######## pulse_rate_meter_flat ########
Figure 1. Drive-strength map (pulse_rate_meter_flat).
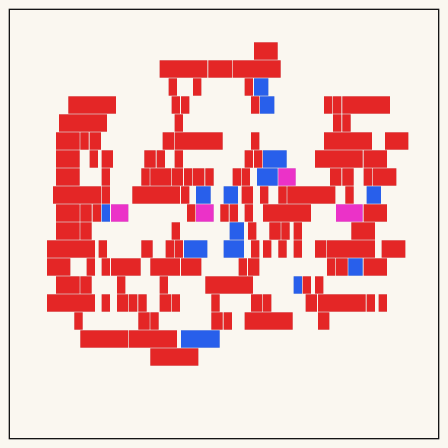

==> src/rtl/pulse_rate_meter_if.sv <==
// Result port of pulse_rate_meter: one count word plus overflow flag under valid/ready.
// A transfer happens on a rising clock edge where count_valid and count_ready are both 1;
// the producer holds count/overflow stable while count_valid=1 and count_ready=0.
interface pulse_rate_meter_if #(
  parameter int WORD_WIDTH = 8
);
  logic                  count_valid;
  logic                  count_ready;
  logic [WORD_WIDTH-1:0] count;
  logic                  overflow;

  modport master (
    output count_valid,
    output count,
    output overflow,
    input  count_ready
  );

  modport slave (
    input  count_valid,
    input  count,
    input  overflow,
    output count_ready
  );
endinterface

==> src/rtl/pulse_rate_meter.sv <==
// Counts pulses_in high cycles between window_tick pulses and reports each window.
// Define PULSE_RATE_METER_SATURATE_EN to saturate the accumulator instead of wrapping.
module pulse_rate_meter #(
  parameter int WORD_WIDTH = 8
) (
  input  logic                clock,
  input  logic                clear_n,
  input  logic                window_tick,
  input  logic                pulses_in,
  pulse_rate_meter_if.master  cnt,
  output logic                dropped,
  output logic                state_dbg
);

  typedef enum logic {
    ARM     = 1'b0,
    MEASURE = 1'b1
  } state_t;

  state_t                state;
  logic [WORD_WIDTH-1:0] acc;
  logic                  acc_ovf;
  logic                  valid_q;
  logic [WORD_WIDTH-1:0] count_q;
  logic                  overflow_q;

  logic [WORD_WIDTH:0]   sum;
  logic                  carry;
  logic [WORD_WIDTH-1:0] acc_next;
  logic                  ovf_next;
  logic                  transfer;

  always_comb begin
    sum      = {1'b0, acc} + {{WORD_WIDTH{1'b0}}, pulses_in};
    carry    = sum[WORD_WIDTH];
`ifdef PULSE_RATE_METER_SATURATE_EN
    // A carry can only come from an all-ones accumulator, so holding acc pins it there.
    acc_next = carry ? acc : sum[WORD_WIDTH-1:0];
`else
    acc_next = sum[WORD_WIDTH-1:0];
`endif
    ovf_next = acc_ovf | carry;
    transfer = valid_q & cnt.count_ready;
  end

  always_ff @(posedge clock) begin
    if (!clear_n) begin
      state      <= ARM;
      acc        <= '0;
      acc_ovf    <= 1'b0;
      valid_q    <= 1'b0;
      count_q    <= '0;
      overflow_q <= 1'b0;
      dropped    <= 1'b0;
    end else begin
      dropped <= 1'b0;
      if (transfer) valid_q <= 1'b0;

      case (state)
        ARM: begin
          if (window_tick) state <= MEASURE;
        end
        MEASURE: begin
          if (window_tick) begin
            acc     <= '0;
            acc_ovf <= 1'b0;
            // Load when empty or when the held entry leaves this same cycle.
            if (!valid_q || cnt.count_ready) begin
              valid_q    <= 1'b1;
              count_q    <= acc_next;
              overflow_q <= ovf_next;
            end else begin
              dropped <= 1'b1;
            end
          end else begin
            acc     <= acc_next;
            acc_ovf <= ovf_next;
          end
        end
        default: state <= ARM;
      endcase
    end
  end

  assign cnt.count_valid = valid_q;
  assign cnt.count       = count_q;
  assign cnt.overflow    = overflow_q;
  assign state_dbg       = state;

endmodule

==> src/flat_wrapper.sv <==
// flat-port wrapper written by rule: the top's interface ports become plain ports
module pulse_rate_meter_flat 
#(
  parameter int WORD_WIDTH = 8
)
  (clock, clear_n, window_tick, pulses_in, dropped, state_dbg, cnt_count_valid, cnt_count, cnt_overflow, cnt_count_ready);
  pulse_rate_meter_if #(.WORD_WIDTH(WORD_WIDTH)) cnt_i ();
  input  logic clock;
  input  logic clear_n;
  input  logic window_tick;
  input  logic pulses_in;
  output logic dropped;
  output logic state_dbg;
  output wire logic [$bits(cnt_i.count_valid)-1:0] cnt_count_valid;
  output wire logic [$bits(cnt_i.count)-1:0] cnt_count;
  output wire logic [$bits(cnt_i.overflow)-1:0] cnt_overflow;
  input wire logic [$bits(cnt_i.count_ready)-1:0] cnt_count_ready;
  assign cnt_count_valid = cnt_i.count_valid;
  assign cnt_count = cnt_i.count;
  assign cnt_overflow = cnt_i.overflow;
  assign cnt_i.count_ready = cnt_count_ready;
  pulse_rate_meter #(.WORD_WIDTH(WORD_WIDTH)) u_core (.clock(clock), .clear_n(clear_n), .window_tick(window_tick), .pulses_in(pulses_in), .cnt(cnt_i), .dropped(dropped), .state_dbg(state_dbg));
endmodule
==> config.mk <==
export PLATFORM = sky130hd
export DESIGN_NAME = pulse_rate_meter_flat
export DESIGN_NICKNAME = d
export VERILOG_FILES = /design/src/rtl/pulse_rate_meter_if.sv /design/src/rtl/pulse_rate_meter.sv /design/src/flat_wrapper.sv
export SDC_FILE = /design/constraint.sdc
export NUM_CORES = 1
export LEC_CHECK = 0
export ABC_AREA = 1
export CORE_MARGIN = 4
export CORE_UTILIZATION = 30
export CTS_CLUSTER_DIAMETER = 200
export DETAILED_ROUTE_END_ITERATION = 8
export PLACE_DENSITY = 0.57
export RECOVER_POWER = 25
export SETUP_SLACK_MARGIN = 0.3
export SLEW_MARGIN = 25
export SYNTH_ARGS = -nofsm -noshare
export SYNTH_HDL_FRONTEND = slang
export SYNTH_SLANG_ARGS = --single-unit
==> constraint.sdc <==
create_clock -name clock -period 2 [get_ports clock]
set_input_delay 0.2 -clock clock [delete_from_list [all_inputs] [get_ports clock]]
set_output_delay 0.2 -clock clock [all_outputs]
set_load 0.02 [all_outputs]
######## led_band_scan_controller ########
<file path="config.mk">
export PLATFORM = sky130hd
export DESIGN_NAME = led_band_scan_controller
export DESIGN_NICKNAME = d
export VERILOG_FILES = /design/src/rtl/led_band_scan_controller.sv
export SDC_FILE = /design/constraint.sdc
export NUM_CORES = 1
export LEC_CHECK = 0
export CORE_MARGIN = 2
export CORE_UTILIZATION = 30
export CTS_CLUSTER_DIAMETER = 40
export CTS_CLUSTER_SIZE = 8
export DETAILED_ROUTE_END_ITERATION = 10
export SLEW_MARGIN = 10
export SYNTH_ARGS = -nofsm -noshare
export SYNTH_HDL_FRONTEND = slang
export SYNTH_SLANG_ARGS = --single-unit
export TNS_END_PERCENT = 1
</file>
<file path="constraint.sdc">
create_clock -name clk -period 4.9 [get_ports clk]
set_clock_uncertainty 0.05 [all_clocks]
set_input_delay 0.49 -clock clk [delete_from_list [all_inputs] [get_ports clk]]
set_output_delay 0.49 -clock clk [all_outputs]
set_load 0.05 [all_outputs]
</file>
<file path="src/rtl/led_band_scan_controller.sv">
`default_nettype none
// ============================================================================
// Module   : led_band_scan_controller
// Purpose  : Per-angle LED band scan engine: fetches grayscale words from a
//            double-buffered band memory, shifts them to NB_BANDS driver chains
//            with its own SCLK/LAT, and swaps the writer bank at idle points.
//            Optional macro LED_BAND_TEST_PATTERN_EN adds a test_en input.
// Revision : 1.0  initial release
// ============================================================================
module led_band_scan_controller #(
  parameter int NB_BANDS       = 2,
  parameter int NB_LED_COLUMN  = 32,
  parameter int BIT_PER_COLOR  = 8,
  parameter int NB_0_LSB       = 1,
  parameter int NB_ANGLES      = 128,
  parameter int SCLK_HALF      = 2,
  parameter int GS_LAT_PERIODS = 3
) (
  input  logic                                                  clk,
  input  logic                                                  rst_n,
  input  logic                                                  angle_start,
  input  logic [$clog2(NB_ANGLES)-1:0]                          angle,
  input  logic                                                  new_frame,
`ifdef LED_BAND_TEST_PATTERN_EN
  input  logic                                                  test_en,
`endif
  output logic                                                  w_bank,
  output logic                                                  r_en,
  output logic [$clog2(NB_ANGLES)+$clog2(NB_LED_COLUMN)+2:0]    r_addr,
  input  logic [NB_BANDS*BIT_PER_COLOR-1:0]                     r_data,
  output logic                                                  SCLK,
  output logic                                                  LAT,
  output logic [NB_BANDS-1:0]                                   SOUT,
  output logic                                                  busy,
  output logic                                                  frame_swapped,
  output logic                                                  overrun,
  output logic [7:0]                                            overrun_cnt
);

  localparam int C_WORD_W   = BIT_PER_COLOR + NB_0_LSB;
  localparam int C_CNT_W    = $clog2(GS_LAT_PERIODS*2*SCLK_HALF + 1);
  localparam int C_BC_W     = (C_WORD_W > 1) ? $clog2(C_WORD_W) : 1;
  localparam int C_ROW_W    = $clog2(NB_LED_COLUMN);
  localparam int C_ANG_W    = $clog2(NB_ANGLES);

  localparam logic [C_CNT_W-1:0] C_HALF      = C_CNT_W'(SCLK_HALF);
  localparam logic [C_CNT_W-1:0] C_BIT_LAST  = C_CNT_W'(2*SCLK_HALF - 1);
  localparam logic [C_CNT_W-1:0] C_LAT_SHORT = C_CNT_W'(2*SCLK_HALF - 1);
  localparam logic [C_CNT_W-1:0] C_LAT_LONG  = C_CNT_W'(GS_LAT_PERIODS*2*SCLK_HALF - 1);
  localparam logic [C_CNT_W-1:0] C_CNT_ONE   = C_CNT_W'(1);
  localparam logic [C_BC_W-1:0]  C_BIT_INIT  = C_BC_W'(C_WORD_W - 1);
  localparam logic [C_BC_W-1:0]  C_BC_ONE    = C_BC_W'(1);
  localparam logic [C_ROW_W-1:0] C_ROW_LAST  = C_ROW_W'(NB_LED_COLUMN - 1);
  localparam logic [C_ROW_W-1:0] C_ROW_ONE   = C_ROW_W'(1);

  typedef enum logic [2:0] {
    S_IDLE    = 3'd0,
    S_FETCH   = 3'd1,
    S_CAPTURE = 3'd2,
    S_SHIFT   = 3'd3,
    S_LATCH   = 3'd4
  } state_t;

  state_t               r_state, w_state_nx;
  logic [C_CNT_W-1:0]   r_cnt, w_cnt_nx;
  logic [C_BC_W-1:0]    r_bit, w_bit_nx;
  logic [C_ROW_W-1:0]   r_row, w_row_nx;
  logic [1:0]           r_color, w_color_nx;
  logic [C_ANG_W-1:0]   r_angle;
  logic                 w_start, w_load, w_shift, w_swap;
  logic                 w_test, w_test_nx;
  logic                 r_sclk, r_lat, r_rd_en, r_bank, r_pending, r_swapped;
  logic                 r_overrun;
  logic [7:0]           r_ovr_cnt;

  always_comb begin
    w_state_nx = r_state;
    w_cnt_nx   = r_cnt;
    w_bit_nx   = r_bit;
    w_row_nx   = r_row;
    w_color_nx = r_color;
    w_start    = 1'b0;
    w_load     = 1'b0;
    w_shift    = 1'b0;
    case (r_state)
      S_IDLE: begin
        if (angle_start) begin
          w_start    = 1'b1;
          w_row_nx   = C_ROW_LAST;
          w_color_nx = 2'd2;
          w_cnt_nx   = '0;
          w_state_nx = S_FETCH;
        end
      end
      S_FETCH: w_state_nx = S_CAPTURE;
      S_CAPTURE: begin
        w_load     = 1'b1;
        w_bit_nx   = C_BIT_INIT;
        w_cnt_nx   = '0;
        w_state_nx = S_SHIFT;
      end
      S_SHIFT: begin
        // One bit spans SCLK_HALF low clks then SCLK_HALF high clks; data
        // advances on the edge where SCLK returns low.
        if (r_cnt == C_BIT_LAST) begin
          w_cnt_nx = '0;
          w_shift  = 1'b1;
          if (r_bit == '0) begin
            if (r_color != 2'd0) begin
              w_color_nx = r_color - 2'd1;
              w_state_nx = S_FETCH;
            end else begin
              w_state_nx = S_LATCH;
            end
          end else begin
            w_bit_nx = r_bit - C_BC_ONE;
          end
        end else begin
          w_cnt_nx = r_cnt + C_CNT_ONE;
        end
      end
      S_LATCH: begin
        if (r_cnt == ((r_row != '0) ? C_LAT_SHORT : C_LAT_LONG)) begin
          w_cnt_nx = '0;
          if (r_row != '0) begin
            w_row_nx   = r_row - C_ROW_ONE;
            w_color_nx = 2'd2;
            w_state_nx = S_FETCH;
          end else begin
            w_state_nx = S_IDLE;
          end
        end else begin
          w_cnt_nx = r_cnt + C_CNT_ONE;
        end
      end
      default: w_state_nx = S_IDLE;
    endcase
  end

  always_ff @(posedge clk or negedge rst_n) begin
    if (!rst_n) begin
      r_state <= S_IDLE;
      r_cnt   <= '0;
      r_bit   <= '0;
      r_row   <= '0;
      r_color <= 2'd0;
      r_angle <= '0;
      r_sclk  <= 1'b0;
      r_lat   <= 1'b0;
      r_rd_en <= 1'b0;
    end else begin
      r_state <= w_state_nx;
      r_cnt   <= w_cnt_nx;
      r_bit   <= w_bit_nx;
      r_row   <= w_row_nx;
      r_color <= w_color_nx;
      if (w_start) r_angle <= angle;
      r_sclk  <= (w_state_nx == S_SHIFT) && (w_cnt_nx >= C_HALF);
      r_lat   <= (w_state_nx == S_LATCH);
      r_rd_en <= (w_state_nx == S_FETCH) && !w_test_nx;
    end
  end

`ifdef LED_BAND_TEST_PATTERN_EN
  logic r_test;
  assign w_test_nx = w_start ? test_en : r_test;
  assign w_test    = r_test;
  always_ff @(posedge clk or negedge rst_n) begin
    if (!rst_n) r_test <= 1'b0;
    else        r_test <= w_test_nx;
  end
`else
  assign w_test_nx = 1'b0;
  assign w_test    = 1'b0;
`endif

  // A swap is only taken while idle so a scan never sees its bank change.
  assign w_swap = (r_state == S_IDLE) && (r_pending || new_frame);

  always_ff @(posedge clk or negedge rst_n) begin
    if (!rst_n) begin
      r_bank    <= 1'b0;
      r_pending <= 1'b0;
      r_swapped <= 1'b0;
      r_overrun <= 1'b0;
      r_ovr_cnt <= 8'd0;
    end else begin
      r_pending <= w_swap ? 1'b0 : (r_pending | new_frame);
      r_swapped <= w_swap;
      if (w_swap) r_bank <= ~r_bank;
      r_overrun <= angle_start && (r_state != S_IDLE);
      if (angle_start && (r_state != S_IDLE) && (r_ovr_cnt != 8'hFF))
        r_ovr_cnt <= r_ovr_cnt + 8'd1;
    end
  end

  for (genvar b = 0; b < NB_BANDS; b++) begin : g_band
    logic [C_WORD_W-1:0] r_shreg;
    logic [C_WORD_W-1:0] w_word;
    always_comb begin
      w_word = '0;
      w_word[C_WORD_W-1 -: BIT_PER_COLOR] =
        w_test ? {BIT_PER_COLOR{1'b1}} : r_data[b*BIT_PER_COLOR +: BIT_PER_COLOR];
    end
    always_ff @(posedge clk or negedge rst_n) begin
      if (!rst_n)       r_shreg <= '0;
      else if (w_load)  r_shreg <= w_word;
      else if (w_shift) r_shreg <= r_shreg << 1;
    end
    assign SOUT[b] = r_shreg[C_WORD_W-1];
  end

  assign w_bank        = r_bank;
  assign r_en          = r_rd_en;
  assign r_addr        = {~r_bank, r_angle, r_row, r_color};
  assign SCLK          = r_sclk;
  assign LAT           = r_lat;
  assign busy          = (r_state != S_IDLE);
  assign frame_swapped = r_swapped;
  assign overrun       = r_overrun;
  assign overrun_cnt   = r_ovr_cnt;

endmodule
`default_nettype wire

</file>
######## fetch_sequencer ########
<file path="src/rtl/fetch_pkg.sv">
// fetch_pkg: shared encodings for the instruction-fetch sequencer and the PC unit.
// Holds the FSM state type, opcode class nibbles and instruction field layout.
package fetch_pkg;

    // Sequencer states
    typedef enum logic [2:0] {
        ST_IDLE   = 3'd0,
        ST_REQ    = 3'd1,
        ST_ISSUE  = 3'd2,
        ST_HALTED = 3'd3,
        ST_FAULT  = 3'd4
    } fetch_state_e;

    // Opcode class lives in the top nibble of the opcode field
    localparam int unsigned OP_CLASS_W = 4;

    localparam logic [OP_CLASS_W-1:0] HALT_NIBBLE  = 4'hF;
    localparam logic [OP_CLASS_W-1:0] PC_OP_NIBBLE = 4'b0111;

    // Instruction word layout: {opcode, operand}; operand occupies the low half,
    // opcode the high half of a 2*DATA_WIDTH word.
    localparam int unsigned OPERAND_LSB = 0;

    // Width of the fetch timeout counter (covers TIMEOUT_CYCLES up to 65535)
    localparam int unsigned TIMEOUT_CNT_W = 16;

    function automatic logic is_halt(input logic [OP_CLASS_W-1:0] op_class);
        return op_class == HALT_NIBBLE;
    endfunction

    function automatic logic is_pc_op(input logic [OP_CLASS_W-1:0] op_class);
        return op_class == PC_OP_NIBBLE;
    endfunction

endpackage

</file>
<file path="src/rtl/fetch_timeout_counter.sv">
// fetch_timeout_counter: counts memory-request cycles without an acknowledge.
// expire_o flags the cycle in which the TIMEOUT_CYCLES-th unacknowledged
// request cycle is being counted, so the owner can leave on that edge.
module fetch_timeout_counter
    import fetch_pkg::*;
#(
    parameter int unsigned TIMEOUT_CYCLES = 255,
    parameter int unsigned CNT_W          = TIMEOUT_CNT_W
) (
    input  logic clk,
    input  logic reset,
    input  logic clear_i,
    input  logic en_i,
    output logic expire_o
);

    localparam logic [CNT_W-1:0] LAST_COUNT = CNT_W'(TIMEOUT_CYCLES - 1);

    logic [CNT_W-1:0] count_q;
    logic [CNT_W-1:0] count_d;

    assign expire_o = en_i && (count_q == LAST_COUNT);

    // Next count: clear wins, otherwise advance while enabled (held at the limit)
    always_comb begin
        count_d = count_q;
        if (clear_i) begin
            count_d = '0;
        end else if (en_i && !expire_o) begin
            count_d = count_q + 1'b1;
        end
    end

    // Count register
    always_ff @(posedge clk) begin
        if (reset) begin
            count_q <= '0;
        end else begin
            count_q <= count_d;
        end
    end

endmodule

</file>
<file path="src/rtl/fetch_sequencer.sv">
// fetch_sequencer: instruction-fetch controller driving the PC unit.
// Fetches {opcode, operand} at pc over a req/ack handshake, issues it to the
// datapath over valid/ready and strobes pc_step once per retired instruction.
// Optional retired-instruction counter enabled by defining FETCH_PERF_EN.
module fetch_sequencer
    import fetch_pkg::*;
#(
    parameter int unsigned DATA_WIDTH     = 16,
    parameter int unsigned ADDR_WIDTH     = 16,
    parameter int unsigned TIMEOUT_CYCLES = 255
) (
    input  logic                    clk,
    input  logic                    reset,
    input  logic                    run,
    input  logic                    step,
    input  logic [DATA_WIDTH-1:0]   pc,
    output logic                    imem_req,
    output logic [ADDR_WIDTH-1:0]   imem_addr,
    input  logic                    imem_ack,
    input  logic [2*DATA_WIDTH-1:0] imem_data,
    output logic                    exec_valid,
    input  logic                    exec_ready,
    output logic [DATA_WIDTH-1:0]   opcode,
    output logic [DATA_WIDTH-1:0]   operand,
    output logic                    pc_step,
    output logic                    halted,
    output logic                    fault,
    output logic [31:0]             retired_count
);

    fetch_state_e          state_q;
    logic                  step_q;
    logic                  req_q;
    logic                  valid_q;
    logic [DATA_WIDTH-1:0] opcode_q;
    logic [DATA_WIDTH-1:0] operand_q;
    logic                  halted_q;
    logic                  fault_q;

    logic                  step_rise;
    logic                  start_fetch;
    logic [DATA_WIDTH-1:0] fetch_opcode;
    logic [DATA_WIDTH-1:0] fetch_operand;
    logic                  fetch_is_halt;
    logic                  tmo_clear;
    logic                  tmo_en;
    logic                  tmo_expire;

    // Single-step only counts on a fresh 0->1 edge; run=1 alone starts fetching
    assign step_rise   = step & ~step_q;
    assign start_fetch = run | step_rise;

    assign fetch_opcode  = imem_data[2*DATA_WIDTH-1:DATA_WIDTH];
    assign fetch_operand = imem_data[OPERAND_LSB +: DATA_WIDTH];
    assign fetch_is_halt = is_halt(fetch_opcode[DATA_WIDTH-1 -: OP_CLASS_W]);

    // Counter runs only across consecutive unacknowledged REQ cycles
    assign tmo_en    = (state_q == ST_REQ) && !imem_ack;
    assign tmo_clear = (state_q != ST_REQ) || imem_ack;

    fetch_timeout_counter #(
        .TIMEOUT_CYCLES (TIMEOUT_CYCLES),
        .CNT_W          (TIMEOUT_CNT_W)
    ) u_timeout (
        .clk      (clk),
        .reset    (reset),
        .clear_i  (tmo_clear),
        .en_i     (tmo_en),
        .expire_o (tmo_expire)
    );

    // The address tracks pc combinationally while requesting, so a REQ that
    // follows a pc_step sees the PC unit's freshly updated value.
    assign imem_addr  = req_q ? pc[ADDR_WIDTH-1:0] : '0;
    assign imem_req   = req_q;
    assign exec_valid = valid_q;
    assign opcode     = opcode_q;
    assign operand    = operand_q;
    assign halted     = halted_q;
    assign fault      = fault_q;

    // Strobe is the live handshake so the PC unit advances on that edge only
    assign pc_step = valid_q & exec_ready;

    // Fetch FSM with registered request/valid/status outputs
    always_ff @(posedge clk) begin
        if (reset) begin
            state_q   <= ST_IDLE;
            step_q    <= 1'b0;
            req_q     <= 1'b0;
            valid_q   <= 1'b0;
            opcode_q  <= '0;
            operand_q <= '0;
            halted_q  <= 1'b0;
            fault_q   <= 1'b0;
        end else begin
            step_q <= step;
            case (state_q)
                ST_IDLE: begin
                    if (start_fetch) begin
                        state_q <= ST_REQ;
                        req_q   <= 1'b1;
                    end
                end
                ST_REQ: begin
                    if (imem_ack) begin
                        opcode_q  <= fetch_opcode;
                        operand_q <= fetch_operand;
                        req_q     <= 1'b0;
                        if (fetch_is_halt) begin
                            state_q  <= ST_HALTED;
                            halted_q <= 1'b1;
                        end else begin
                            state_q <= ST_ISSUE;
                            valid_q <= 1'b1;
                        end
                    end else if (tmo_expire) begin
                        state_q <= ST_FAULT;
                        req_q   <= 1'b0;
                        fault_q <= 1'b1;
                    end
                end
                ST_ISSUE: begin
                    if (exec_ready) begin
                        valid_q <= 1'b0;
                        if (run) begin
                            state_q <= ST_REQ;
                            req_q   <= 1'b1;
                        end else begin
                            state_q <= ST_IDLE;
                        end
                    end
                end
                ST_HALTED, ST_FAULT: begin
                    req_q   <= 1'b0;
                    valid_q <= 1'b0;
                end
                default: begin
                    state_q <= ST_IDLE;
                    req_q   <= 1'b0;
                    valid_q <= 1'b0;
                end
            endcase
        end
    end

`ifdef FETCH_PERF_EN
    logic [31:0] retired_q;
    logic [31:0] retired_d;

    // Saturating count of retired instructions
    always_comb begin
        retired_d = retired_q;
        if (pc_step && (retired_q != '1)) begin
            retired_d = retired_q + 32'd1;
        end
    end

    // Retired counter register
    always_ff @(posedge clk) begin
        if (reset) begin
            retired_q <= '0;
        end else begin
            retired_q <= retired_d;
        end
    end

    assign retired_count = retired_q;
`else
    assign retired_count = '0;
`endif

endmodule

</file>
<file path="config.mk">
export PLATFORM = sky130hd
export DESIGN_NAME = fetch_sequencer
export DESIGN_NICKNAME = d
export VERILOG_FILES = /design/src/rtl/fetch_pkg.sv /design/src/rtl/fetch_timeout_counter.sv /design/src/rtl/fetch_sequencer.sv
export SDC_FILE = /design/constraint.sdc
export NUM_CORES = 1
export LEC_CHECK = 0
export ABC_CLOCK_PERIOD_IN_PS = 3300
export CORE_MARGIN = 3
export CORE_UTILIZATION = 43
export DETAILED_ROUTE_END_ITERATION = 6
export MAX_ROUTING_LAYER = met4
export PLACE_DENSITY = 0.9
export REMOVE_ABC_BUFFERS = 1
export SETUP_SLACK_MARGIN = 0.3
export SLEW_MARGIN = 30
export SYNTH_ARGS = -nofsm -noshare
export SYNTH_HDL_FRONTEND = slang
export SYNTH_SLANG_ARGS = --single-unit
</file>
<file path="constraint.sdc">
create_clock -name clk -period 3.3 [get_ports clk]
set_input_delay 0.825 -clock clk [delete_from_list [all_inputs] [get_ports clk]]
set_output_delay 0.825 -clock clk [all_outputs]
set_load 0.05 [all_outputs]
</file>
######## key_scan ########
**config.mk**
```make
export PLATFORM = sky130hd
export DESIGN_NAME = key_scan
export DESIGN_NICKNAME = d
export VERILOG_FILES = /design/src/rtl/key_scan.sv
export SDC_FILE = /design/constraint.sdc
export NUM_CORES = 1
export LEC_CHECK = 0
export CORE_MARGIN = 5
export CORE_UTILIZATION = 45
export CTS_BUF_LIST = sky130_fd_sc_hd__clkbuf_4 sky130_fd_sc_hd__clkbuf_8
export CTS_CLUSTER_DIAMETER = 40
export DETAILED_ROUTE_END_ITERATION = 8
export GPL_TIMING_DRIVEN = 0
export PLACE_DENSITY = 0.67
export SETUP_SLACK_MARGIN = 0.05
export SKIP_CTS_REPAIR_TIMING = 1
export SLEW_MARGIN = 20
export SYNTH_ARGS = -nofsm -noshare
export SYNTH_HDL_FRONTEND = slang
export SYNTH_SLANG_ARGS = --single-unit
```
**constraint.sdc**
```tcl
create_clock -name clk -period 6.4 [get_ports clk]
set_clock_uncertainty 0.2 [all_clocks]
set_input_delay 1.28 -clock clk [delete_from_list [all_inputs] [get_ports clk]]
set_output_delay 1.28 -clock clk [all_outputs]
set_load 0.1 [all_outputs]
```
**src/rtl/key_scan.sv**
```systemverilog
// 4x4 keypad scanner: drives one row low at a time, classifies each full sweep,
// debounces presses and releases, and shifts accepted key codes into a hex register.
module key_scan #(
  parameter int SCAN_DIV = 1000,
  parameter int DEBOUNCE = 4
) (
  input  logic        clk,
  input  logic        rst,
  input  logic        clr,
  input  logic [3:0]  col_n,
  output logic [3:0]  row_n,
  output logic        key_valid,
  output logic [3:0]  key_code,
  output logic [31:0] data
);

  typedef enum logic [1:0] {IDLE, PRESS_DB, HELD, RELEASE_DB} state_e;

  localparam logic [15:0] DIV_LAST = 16'(SCAN_DIV - 1);
  localparam logic [3:0]  DB_N     = 4'(DEBOUNCE);

  logic [3:0]  col_m_q, col_m_d, col_s_q, col_s_d;
  logic [15:0] div_q, div_d;
  logic [1:0]  r_q, r_d;
  logic [1:0]  acc_n_q, acc_n_d;
  logic [3:0]  acc_code_q, acc_code_d;
  state_e      state_q, state_d;
  logic [3:0]  cnt_q, cnt_d;
  logic [3:0]  cand_q, cand_d;
  logic        key_valid_q, key_valid_d;
  logic [3:0]  key_code_q, key_code_d;
  logic [31:0] data_q, data_d;

  logic        div_last, sweep_done, accept;
  logic [1:0]  samp_n, samp_col, tot_n;
  logic [2:0]  sum_n;
  logic [3:0]  tot_code;

  assign row_n     = ~(4'b0001 << r_q);
  assign key_valid = key_valid_q;
  assign key_code  = key_code_q;
  assign data      = data_q;

  assign div_last   = (div_q == DIV_LAST);
  assign sweep_done = div_last && (r_q == 2'd3);

  // Low-sample count saturates at 2: only EMPTY / SINGLE / MULTI matter.
  always_comb begin
    samp_n   = 2'd0;
    samp_col = 2'd0;
    for (int c = 3; c >= 0; c--) begin
      if (!col_s_q[c]) begin
        samp_col = 2'(c);
        if (samp_n != 2'd2) samp_n = samp_n + 2'd1;
      end
    end
    sum_n    = {1'b0, acc_n_q} + {1'b0, samp_n};
    tot_n    = (sum_n >= 3'd2) ? 2'd2 : sum_n[1:0];
    tot_code = (acc_n_q != 2'd0) ? acc_code_q : {r_q, samp_col};
  end

  always_comb begin
    col_m_d     = col_n;
    col_s_d     = col_m_q;
    div_d       = div_last ? 16'd0 : div_q + 16'd1;
    r_d         = div_last ? r_q + 2'd1 : r_q;
    acc_n_d     = acc_n_q;
    acc_code_d  = acc_code_q;
    state_d     = state_q;
    cnt_d       = cnt_q;
    cand_d      = cand_q;
    key_valid_d = 1'b0;
    key_code_d  = key_code_q;
    data_d      = data_q;
    accept      = 1'b0;

    if (div_last) begin
      if (r_q == 2'd3) begin
        acc_n_d    = 2'd0;
        acc_code_d = 4'd0;
      end else begin
        acc_n_d    = tot_n;
        acc_code_d = tot_code;
      end
    end

    if (sweep_done) begin
      unique case (state_q)
        IDLE: if (tot_n == 2'd1) begin
          cand_d = tot_code;
          cnt_d  = 4'd1;
          if (DB_N == 4'd1) accept = 1'b1;
          else              state_d = PRESS_DB;
        end
        PRESS_DB: if (tot_n == 2'd1 && tot_code == cand_q) begin
          cnt_d = cnt_q + 4'd1;
          if (cnt_q + 4'd1 == DB_N) accept = 1'b1;
        end else begin
          state_d = IDLE;
          cnt_d   = 4'd0;
        end
        HELD: if (tot_n == 2'd0) begin
          if (DB_N == 4'd1) begin
            state_d = IDLE;
            cnt_d   = 4'd0;
          end else begin
            state_d = RELEASE_DB;
            cnt_d   = 4'd1;
          end
        end
        RELEASE_DB: if (tot_n == 2'd0) begin
          if (cnt_q + 4'd1 == DB_N) begin
            state_d = IDLE;
            cnt_d   = 4'd0;
          end else begin
            cnt_d = cnt_q + 4'd1;
          end
        end else begin
          state_d = HELD;
          cnt_d   = 4'd0;
        end
        default: state_d = IDLE;
      endcase
    end

    if (accept) begin
      key_valid_d = 1'b1;
      key_code_d  = tot_code;
      data_d      = {data_q[27:0], tot_code};
      state_d     = HELD;
      cnt_d       = 4'd0;
    end

    // Clear beats a coincident acceptance; the pulse and code still go out.
    if (clr) data_d = 32'd0;
  end

  always_ff @(posedge clk or negedge rst) begin
    if (!rst) begin
      col_m_q     <= 4'hF;
      col_s_q     <= 4'hF;
      div_q       <= 16'd0;
      r_q         <= 2'd0;
      acc_n_q     <= 2'd0;
      acc_code_q  <= 4'd0;
      state_q     <= IDLE;
      cnt_q       <= 4'd0;
      cand_q      <= 4'd0;
      key_valid_q <= 1'b0;
      key_code_q  <= 4'd0;
      data_q      <= 32'd0;
    end else begin
      col_m_q     <= col_m_d;
      col_s_q     <= col_s_d;
      div_q       <= div_d;
      r_q         <= r_d;
      acc_n_q     <= acc_n_d;
      acc_code_q  <= acc_code_d;
      state_q     <= state_d;
      cnt_q       <= cnt_d;
      cand_q      <= cand_d;
      key_valid_q <= key_valid_d;
      key_code_q  <= key_code_d;
      data_q      <= data_d;
    end
  end

endmodule
```
Figure 2. Placement by cell class (led_band_scan_controller).
The bar under the picture is 20 µm long.
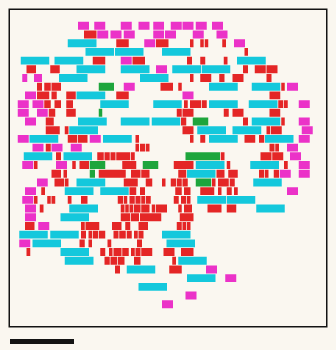
- sequential cells: cyan (cells 56; share of their area 42%)
- combinational and other logic: red (cells 187; share of their area 37%)
- clock drivers and dummy loads: green (cells 8; share of their area 3.2%)
- remaining buffers and delay cells: magenta (cells 59; share of their area 18%)
total core area: 8720 µm²
flop share of the area: 40.6%
row cnt: 34
Util after Layout: 39.6%

Figure 3. Drive-strength map (led_band_scan_controller).
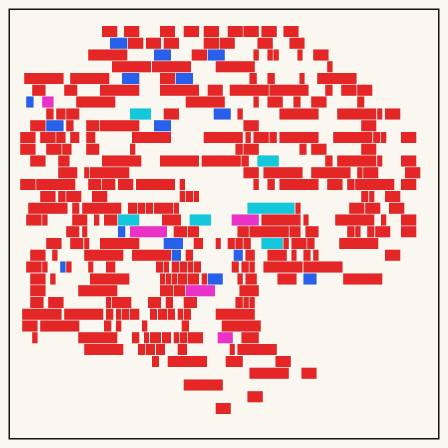
- _0 and _1 cells: red (cells 283; share 91%)
- _3 and _4 cells: magenta (cells 5; share 1.6%)
- _6 and larger: cyan (cells 6; share 1.9%)
- _2 cells: blue (cells 16; share 5.2%)
fin area: 3460 µm²
area delta synth->final: 28.2%
Final WS setup: 2.25 ns
Non-CTS buffers: 59

==> metrics.cfg, led_band_scan_controller <==
[worst_setup_path]
critPathSlowestCell=clkdlybuf4s50_1
worst_setup_path_end_kind=output pin
critical_path.top_delay_family=buffers and inverters
crit_chain=nor3_1 > inv_2 > clkdlybuf4s50_1
path_class=flip-flop to output pin
required_ns=4.36
cp-endpoint=busy

[final_timing]
rsz0062_at_grt=no
finalCritPeriodShare_pct=54.1
setup_viol=0
fmax_mhz=377
max_slew_margin_pct=26.5
drv_slew=0

[global_route]
grt_max_degree=57
met2_usage_pct=17.6
grt_usage_pct=11.8
grt_pass1_wl_um=9550

[placed_design]
placed_cell_area_um2=3350
hpwlAfterDp_um=3890
dp.cells=410

[finish]
fill_cells=867
sh_comb_area_pct=34.3
seqCellArea_um2=1400
buffer_area_share_pct=16.9
logic_gate_count=175
num-nonclk-inverters=12
clkCellAreaFrac_pct=3.11
fin_cells=418

[yosys]
netlist_area_um2=2700
xor_share_pct=3.90
ys.flop_type=dfrtp_1
syn-num-nets=289
post-synth-top-count-cell=dfrtp_1
adder_share_pct=3.25
yosys-top-cells-count=56 x dfrtp_1, 34 x nand2_1, 27 x o21ai_0
edf_count=0
yosys_area_um2=2700
ys_seq_share_pct=52.0
ys.flops=56

[clock_tree]
clock_sinks=56
cts.htree.levels=2
cts_max_path_buffers=2
cts_setup_buffers=0
clk_pin_slew_ns=0.10
cts-resized-gates=0
cts_tree=built

[power_and_ir_drop]
power.internal_w=0.000746
pwr_density_cell_nw_per_um2=314
p_seq_share_pct=49.5
pg_comb_w=0.000251
top_power_group=sequential cells

[routing]
wl_per_cell_um=13.1

[job]
maxCapViolations=0
warnings=28

[outcome]
status=complete, no violations

[floorplanning]
fp_util_pct=30.9
tap_cells=108
chipWidth_um=98.8

-- led_band_scan_controller: routing by layer --
metal / vias up / share of wire (%)
met4: 0 / 0.42
met1: 946 / 49
li1: 985 / -
met5: - / 0
met2: 43 / 45
met3: 2 / 6.0
-- led_band_scan_controller: cells in the final DEF, fill, tap and decap left out, drive strengths merged, types with 2 or more instances in the layout --
| cell type | instances |
|---|---|
| mux2 | 10 |
| nand4 | 4 |
| inv | 12 |
| dfrtp | 56 |
| a21oi | 8 |
| clkbuf | 6 |
| nor2b | 2 |
| nor3b | 2 |
| nand3 | 9 |
| a31oi | 2 |
| buf | 2 |
| nand2 | 34 |
| and3 | 2 |
| or3b | 2 |
| nand2b | 3 |
| nor2 | 12 |
| o31ai | 2 |
| o21ai | 27 |
| ha | 7 |
| nor3 | 6 |
| xnor2 | 8 |
| mux2i | 15 |
| xor2 | 4 |
| clkdlybuf4s50 | 57 |
| nand3b | 2 |
-- led_band_scan_controller: registers in the layout, indices dropped and copies added (netlist names), 2 cells and up --
register        count
r_state             3
r_bit               4
r_row               5
r_angle             7
r_color             2
g_band.r_shreg     16
overrun_cnt         8
r_cnt               4
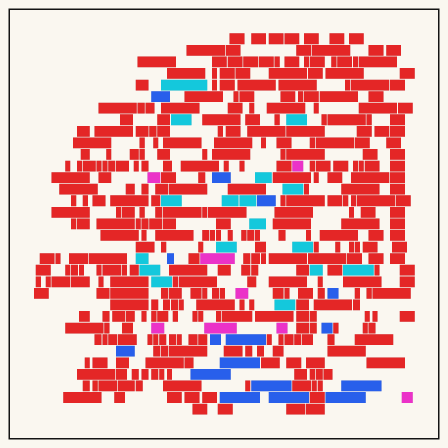
Figure 4: key_scan, drive-strength map.
- _2 cells: blue (cells 16; share 4.0%)
- _0 and _1 cells: red (cells 363; share 90%)
- _6 and larger: cyan (cells 17; share 4.2%)
- _3 and _4 cells: magenta (cells 8; share 2.0%)
fin area: 4520 µm²
Final WS setup: 2.33 ns

==> metrics.cfg, key_scan <==
[outcome]
status=complete, no violations

[finish]
mostFrequentLayoutCells=71 x dfrtp_1, 60 x nor2_1, 46 x clkdlybuf4s50_1, 32 x mux2i_1, 25 x nand2_1
clkCellAreaFrac_pct=4.52
synthToLayoutAreaGrowth_pct=22.3
clkbuf_count=9
fill_cells=727
seqCellArea_um2=1990
buffer_area_share_pct=12.5

[final_timing]
fin_tns_setup_ns=0
max_slew_margin_pct=33.8
fmax_mhz=246
worstMarginPinSlew_ns=0.990

[worst_setup_path]
crit_path_start_kind=flip-flop
required_ns=4.92
path_class=flip-flop to output pin
critPathSlowestCell=clkdlybuf4s50_1
critical_path.top_delay_family=buffers and inverters
critPathArrivalTime_ns=2.59

[power_and_ir_drop]
worst_ir_drop_vdd_uv=88.6
power.total_w=0.000915
p_seq_share_pct=55.2
p_comb_share_pct=3.9
p_clk_share_pct=40.9

[yosys]
xor_share_pct=4.51
largest_area_cell=dfrtp_1
top_logic_kind=simple AND/OR/NAND/NOR gates
ys_async_sr_fraction_pct=100

[clock_tree]
clkLatencyLatePin_ns=0.35

[routing]
avgViaCountPerCell=5.08

[job]
warnings=33

[floorplanning]
rows=33

[worst_hold_path]
hold_depth=0
hold_path.startpoint=col_m_q[0]$_DFF_PN1_

[global_route]
grt_pass1_vias=2653
grt_max_degree=48

[placed_design]
hpwlAfterDp_um=5230

-- key_scan: worst max-delay path by stage --
stage | startpoint | endpoint
finish | r_q[0]$_DFFE_PN0N_ | row_n[3]
global route | col_s_q[2]$_DFF_PN1_ | data[24]$_DFFE_PN0P_
CTS | r_q[0]$_DFFE_PN0N_ | row_n[3]
detailed placement | col_s_q[2]$_DFF_PN1_ | data[24]$_DFFE_PN0P_
global placement | rst | div_q[13]$_DFF_PN0_
floorplan | col_s_q[2]$_DFF_PN1_ | data[19]$_DFFE_PN0P_
-- key_scan: state kept, by name (all words and copies together) (netlist names) --
| register | cells |
|---|---|
| cand_q | 4 |
| acc_code_q | 4 |
| state_q | 2 |
| div_q | 16 |
| key_code | 4 |
| col_m_q | 4 |
| data | 32 |
| r_q | 2 |
| cnt_q | 4 |
| acc_n_q | 2 |
| col_s_q | 4 |
| key_valid | 1 |
-- key_scan: worst register-to-register path, delay by kind of cell (launching register included) --
kind | cells | cell delay, ns
flip-flops | 1 | 0.57
AND/OR/NAND/NOR | 5 | 0.87
multiplexers | 3 | 0.57
adder cells (fa/ha/maj) | 4 | 1.13
buffers and inverters | 3 | 0.36
AND-OR/OR-AND | 1 | 0.12
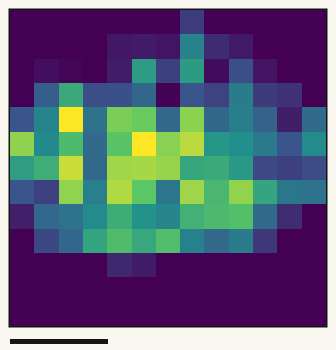
Figure 5: pulse_rate_meter_flat, wiring heat map.
The bar under the picture is 20 µm long. The die is cut into 13 by 13 equal tiles; dark purple is low, yellow is high, scaled to the fullest tile. Values are wire area over tile area, all layers added.
- tiles over half the peak: 23%
- densest ninth of the die: center
- fullest tile: 0.28
- mean over tiles: 0.075
- nearly empty tiles: 40%
- emptiest ninth of the die: lower right
Tot GR Track Use: 11.0%
vias: 849
total wire length: 1990 µm
Avg WL per Cell: 10.4 µm

Figure 6. Placement by cell class (pulse_rate_meter_flat).
The bar under the picture is 20 µm long.
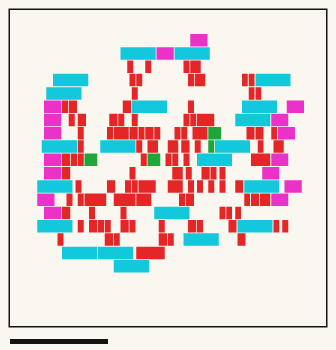
- clock drivers and dummy loads: green (cells 4; share of their area 2.3%)
- sequential cells: cyan (cells 21; share of their area 37%)
- combinational and other logic: red (cells 107; share of their area 46%)
- remaining buffers and delay cells: magenta (cells 16; share of their area 14%)
total core area: 3050 µm²
fin area: 1180 µm²
row cnt: 20

About Figure 1:
- _2 cells: blue (cells 14; share 9.5%)
- _3 and _4 cells: magenta (cells 4; share 2.7%)
- _0 and _1 cells: red (cells 130; share 88%)
area delta synth->final: 22.6%
Final WS setup: 0.448 ns
Non-CTS buffers: 16

==> metrics.cfg, pulse_rate_meter_flat <==
[clock_tree]
clock-root-buffer=clkbuf_4
cts-resized-gates=0
cts_hold_buffers=0
cts_setup_buffers=0
clkLatencyLatePin_ns=0.30

[global_route]
grt_max_degree=16
grt_pass1_vias=852
overflow=0

[worst_hold_path]
min_path_type=flip-flop to flip-flop
hold_depth=2
hold_path.startpoint=u_core.acc[0]$_SDFFE_PN0P_

[placed_design]
dp_slack_ns=0.246
hpwlAfterDp_um=1460

[final_timing]
worstMarginPinSlew_ns=0.491
finClkSkew_ns=0.00339
rsz0062_at_grt=no

[finish]
largestClassByArea=combinational gates
num-nonclk-inverters=16
seqCellArea_um2=420
logic_gate_count=91
fin_cells=192
logic_area_um2=459

[floorplanning]
pin_count=17

[power_and_ir_drop]
top_power_group=sequential cells
switching_power_w=0.000195
worst_ir_drop_vdd_uv=489
p_clk_share_pct=27.1
p_comb_share_pct=14.0

[worst_setup_path]
rrSetupSlack_ns=0.60

[yosys]
netlist.area_leader.share_pct=43.6
ys_seq_share_pct=43.6
area_leaders=dfxtp_1 44%, nand2_1 12%, nor2_1 7.0%
yosys-top-cells-count=31 x nand2_1, 21 x dfxtp_1, 18 x nor2_1
xor_share_pct=3.51

[outcome]
status=complete, no violations

[pulse_rate_meter_flat: worst max-delay path by stage]
stage	slack (ns)	depth (start not counted)	endpoint	start
floorplan	0.72	9	u_core.cnt.count[6]$_SDFFE_PN0P_	u_core.acc[0]$_SDFFE_PN0P_
global placement	0.29	10	u_core.cnt.count[6]$_SDFFE_PN0P_	pulses_in
detailed placement	0.25	10	u_core.cnt.count[6]$_SDFFE_PN0P_	pulses_in
CTS	0.43	1	state_dbg	u_core.state_dbg$_SDFF_PN0_
global route	0.35	1	state_dbg	u_core.state_dbg$_SDFF_PN0_
finish	0.45	1	state_dbg	u_core.state_dbg$_SDFF_PN0_
[pulse_rate_meter_flat: logic make-up after synthesis]
family / after synthesis
xor+xnor: 3
simple gates: 67
buf+inv: 18
fa+ha+maj: 2
flops: 21
compound gates: 19
[pulse_rate_meter_flat: layer usage]
metal / vias to the layer above / part of all wire, % / track usage [%]
li1: 442 / - / -
met5: - / 0 / 0
met4: 0 / 0.90 / 2.37
met2: 18 / 45 / 19.3
met1: 385 / 49 / 12.6
met3: 4 / 4.9 / 3.99
Figure 7. Wiring heat map (fetch_sequencer).
The bar under the picture is 20 µm long. The die is cut into 17 by 17 equal tiles; dark purple is low, yellow is high, scaled to the fullest tile. Values are wire area over tile area, all layers added.
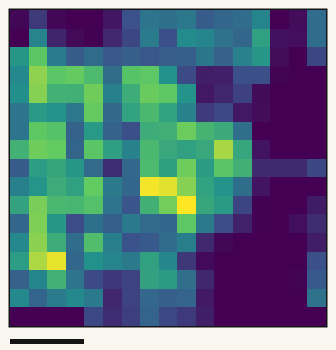
- tiles over half the peak: 30%
- fullest tile: 0.47
- densest ninth of the die: center
- nearly empty tiles: 22%
total wire length: 6930 µm
vias: 2587
Avg WL per Cell: 13.7 µm
Tot GR Track Use: 19.1%

==> metrics.cfg, fetch_sequencer <==
[finish]
seq_share_pct=30.0
drive_gt1_share_pct=7.67
lay_top_count=clkdlybuf4s50_1
clkCellAreaFrac_pct=3.45
antenna_cells=0

[floorplanning]
core_um2=6030
die_area_um2=7280
tap_cells=75
rows=28
fp_util_pct=44.9
pin_count=139

[worst_setup_path]
crit_path_max_incr_delay_ns=0.89
cp_num_buf_inv=1
crit_chain=clkdlybuf4s50_1

[clock_tree]
cts_setup_buffers=0
clock_sinks=56
cts_inserted_buffers=5
cts_max_path_buffers=2
clkLatencyLatePin_ns=0.30

[job]
maxCapViolations=0
warnings=26

[final_timing]
drv_slew=0
rsz0062_at_grt=no
finClkSkew_ns=0.00617
fmax_mhz=385

[global_route]
antenna_found_initial=0

[outcome]
status=complete, no violations

[worst_hold_path]
worst_hold_path.endpoint=opcode[3]$_SDFFE_PP0P_

[yosys]
ys.flops=56
netlist_area_um2=2710
yosys_area_um2=2710
synthMuxAreaShare_pct=0.370

[power_and_ir_drop]
worst_ir_drop_vdd_uv=302
p_seq_share_pct=42.5
power.internal_w=0.00116

[placed_design]
port_buffers=106
gp_congestion=0.774

[routing]
avgViaCountPerCell=5.12
drt_pass1_iterations=4

fetch_sequencer: metrics by stage:
stage | cell area, µm² | cells
after global routing | 3730 | 505
final | 3730 | 505
after detailed placement | 3600 | 498
after CTS | 3730 | 505
after floorplan | 2470 | 315
after global placement | 3600 | 498
fetch_sequencer: layer usage:
metal / track usage, % / wire, µm / vias to the layer above
met5: - / 0 / -
met4: 3.88 / 49 / 0
met3: 6.50 / 617 / 6
met2: 32.8 / 3540 / 102
met1: 21.7 / 2730 / 1205
li1: - / - / 1274
fetch_sequencer: how the worst max path moves through the flow:
stage / startpoint / to / slack, ns / cells past startpoint
after global placement: imem_ack / halted$_SDFFE_PP0P_ / 0.52 / 5
after CTS: imem_req$_SDFFE_PP0P_ / imem_req / 0.68 / 1
after detailed placement: imem_ack / opcode[4]$_SDFFE_PP0P_ / 0.43 / 4
final: imem_req$_SDFFE_PP0P_ / imem_req / 0.70 / 1
after global routing: imem_req$_SDFFE_PP0P_ / imem_req / 0.57 / 1
after floorplan: imem_ack / u_timeout.count_q[3]$_SDFFE_PP0P_ / 1.18 / 3

==> screenshots <==
Routing congestion map.
panel A
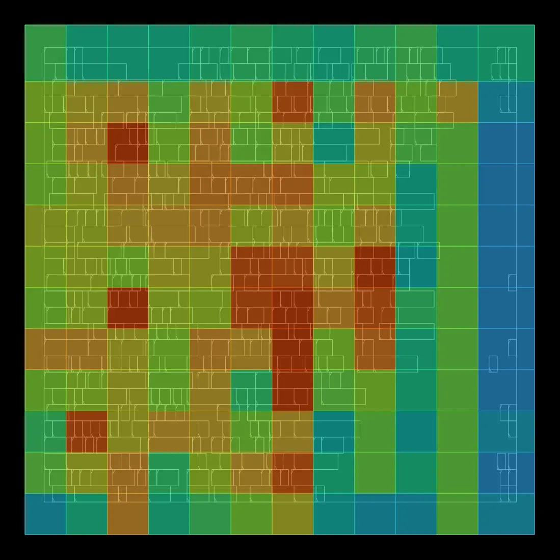
panel B
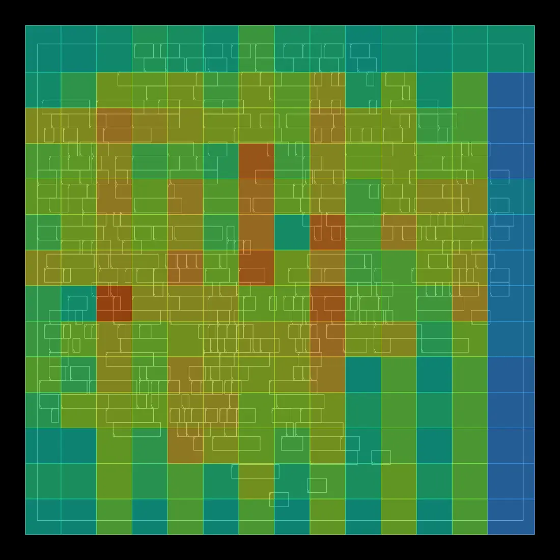
panel C
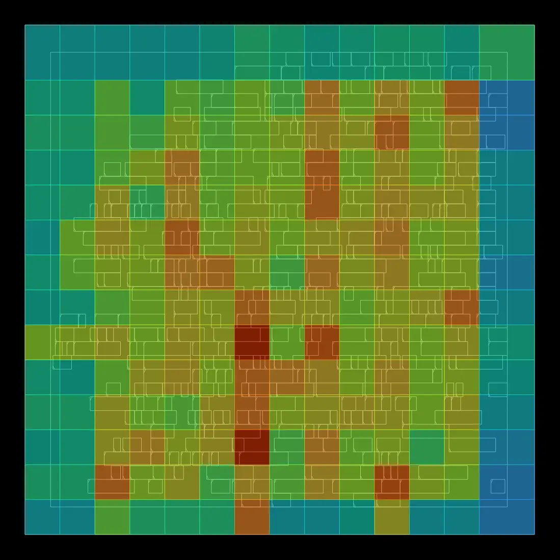
Of these, highest track usage: panel A
Of these, lowest track usage: panel B
For fetch_sequencer, see panel A.
For led_band_scan_controller, see panel B.
For key_scan, see panel C.



==> layout pictures side by side <==
Nets reached from selected ports.
(a)
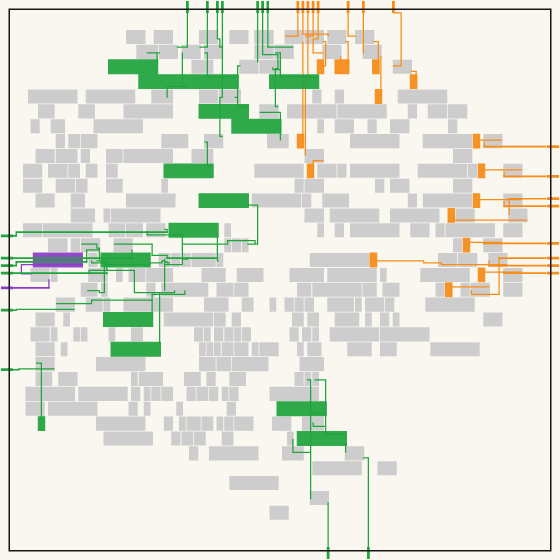
(b)
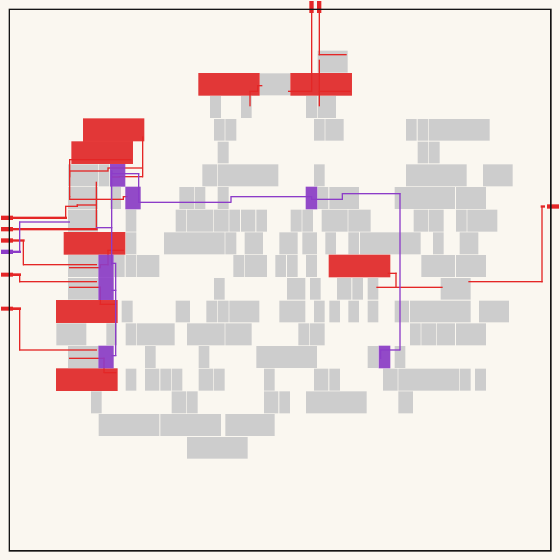
(c)
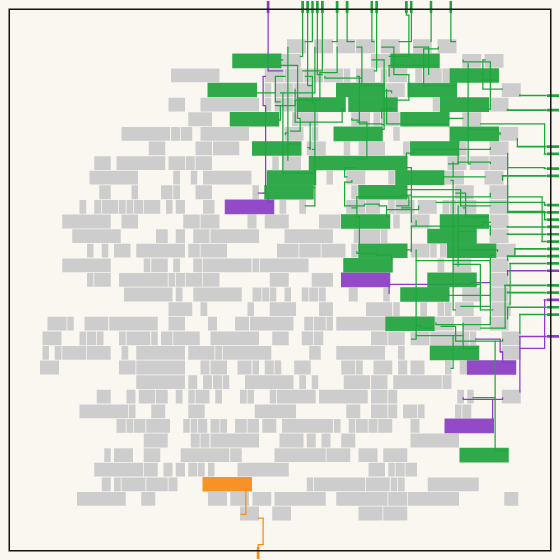
(d)
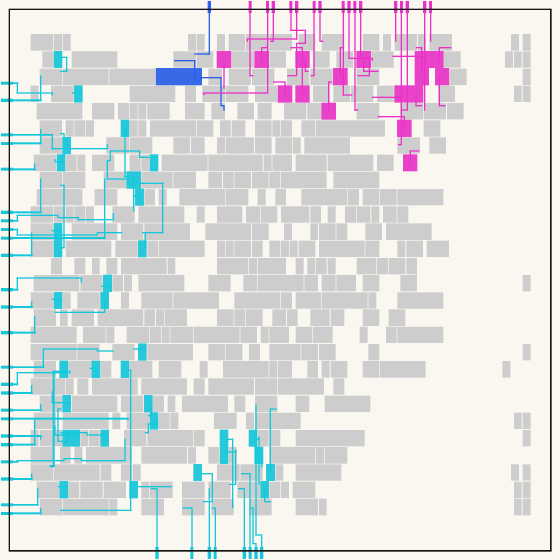
| from | picture |
|---|---|
| key_scan | (c) |
| pulse_rate_meter_flat | (b) |
| led_band_scan_controller | (a) |
| fetch_sequencer | (d) |
- fewest cells: (b)

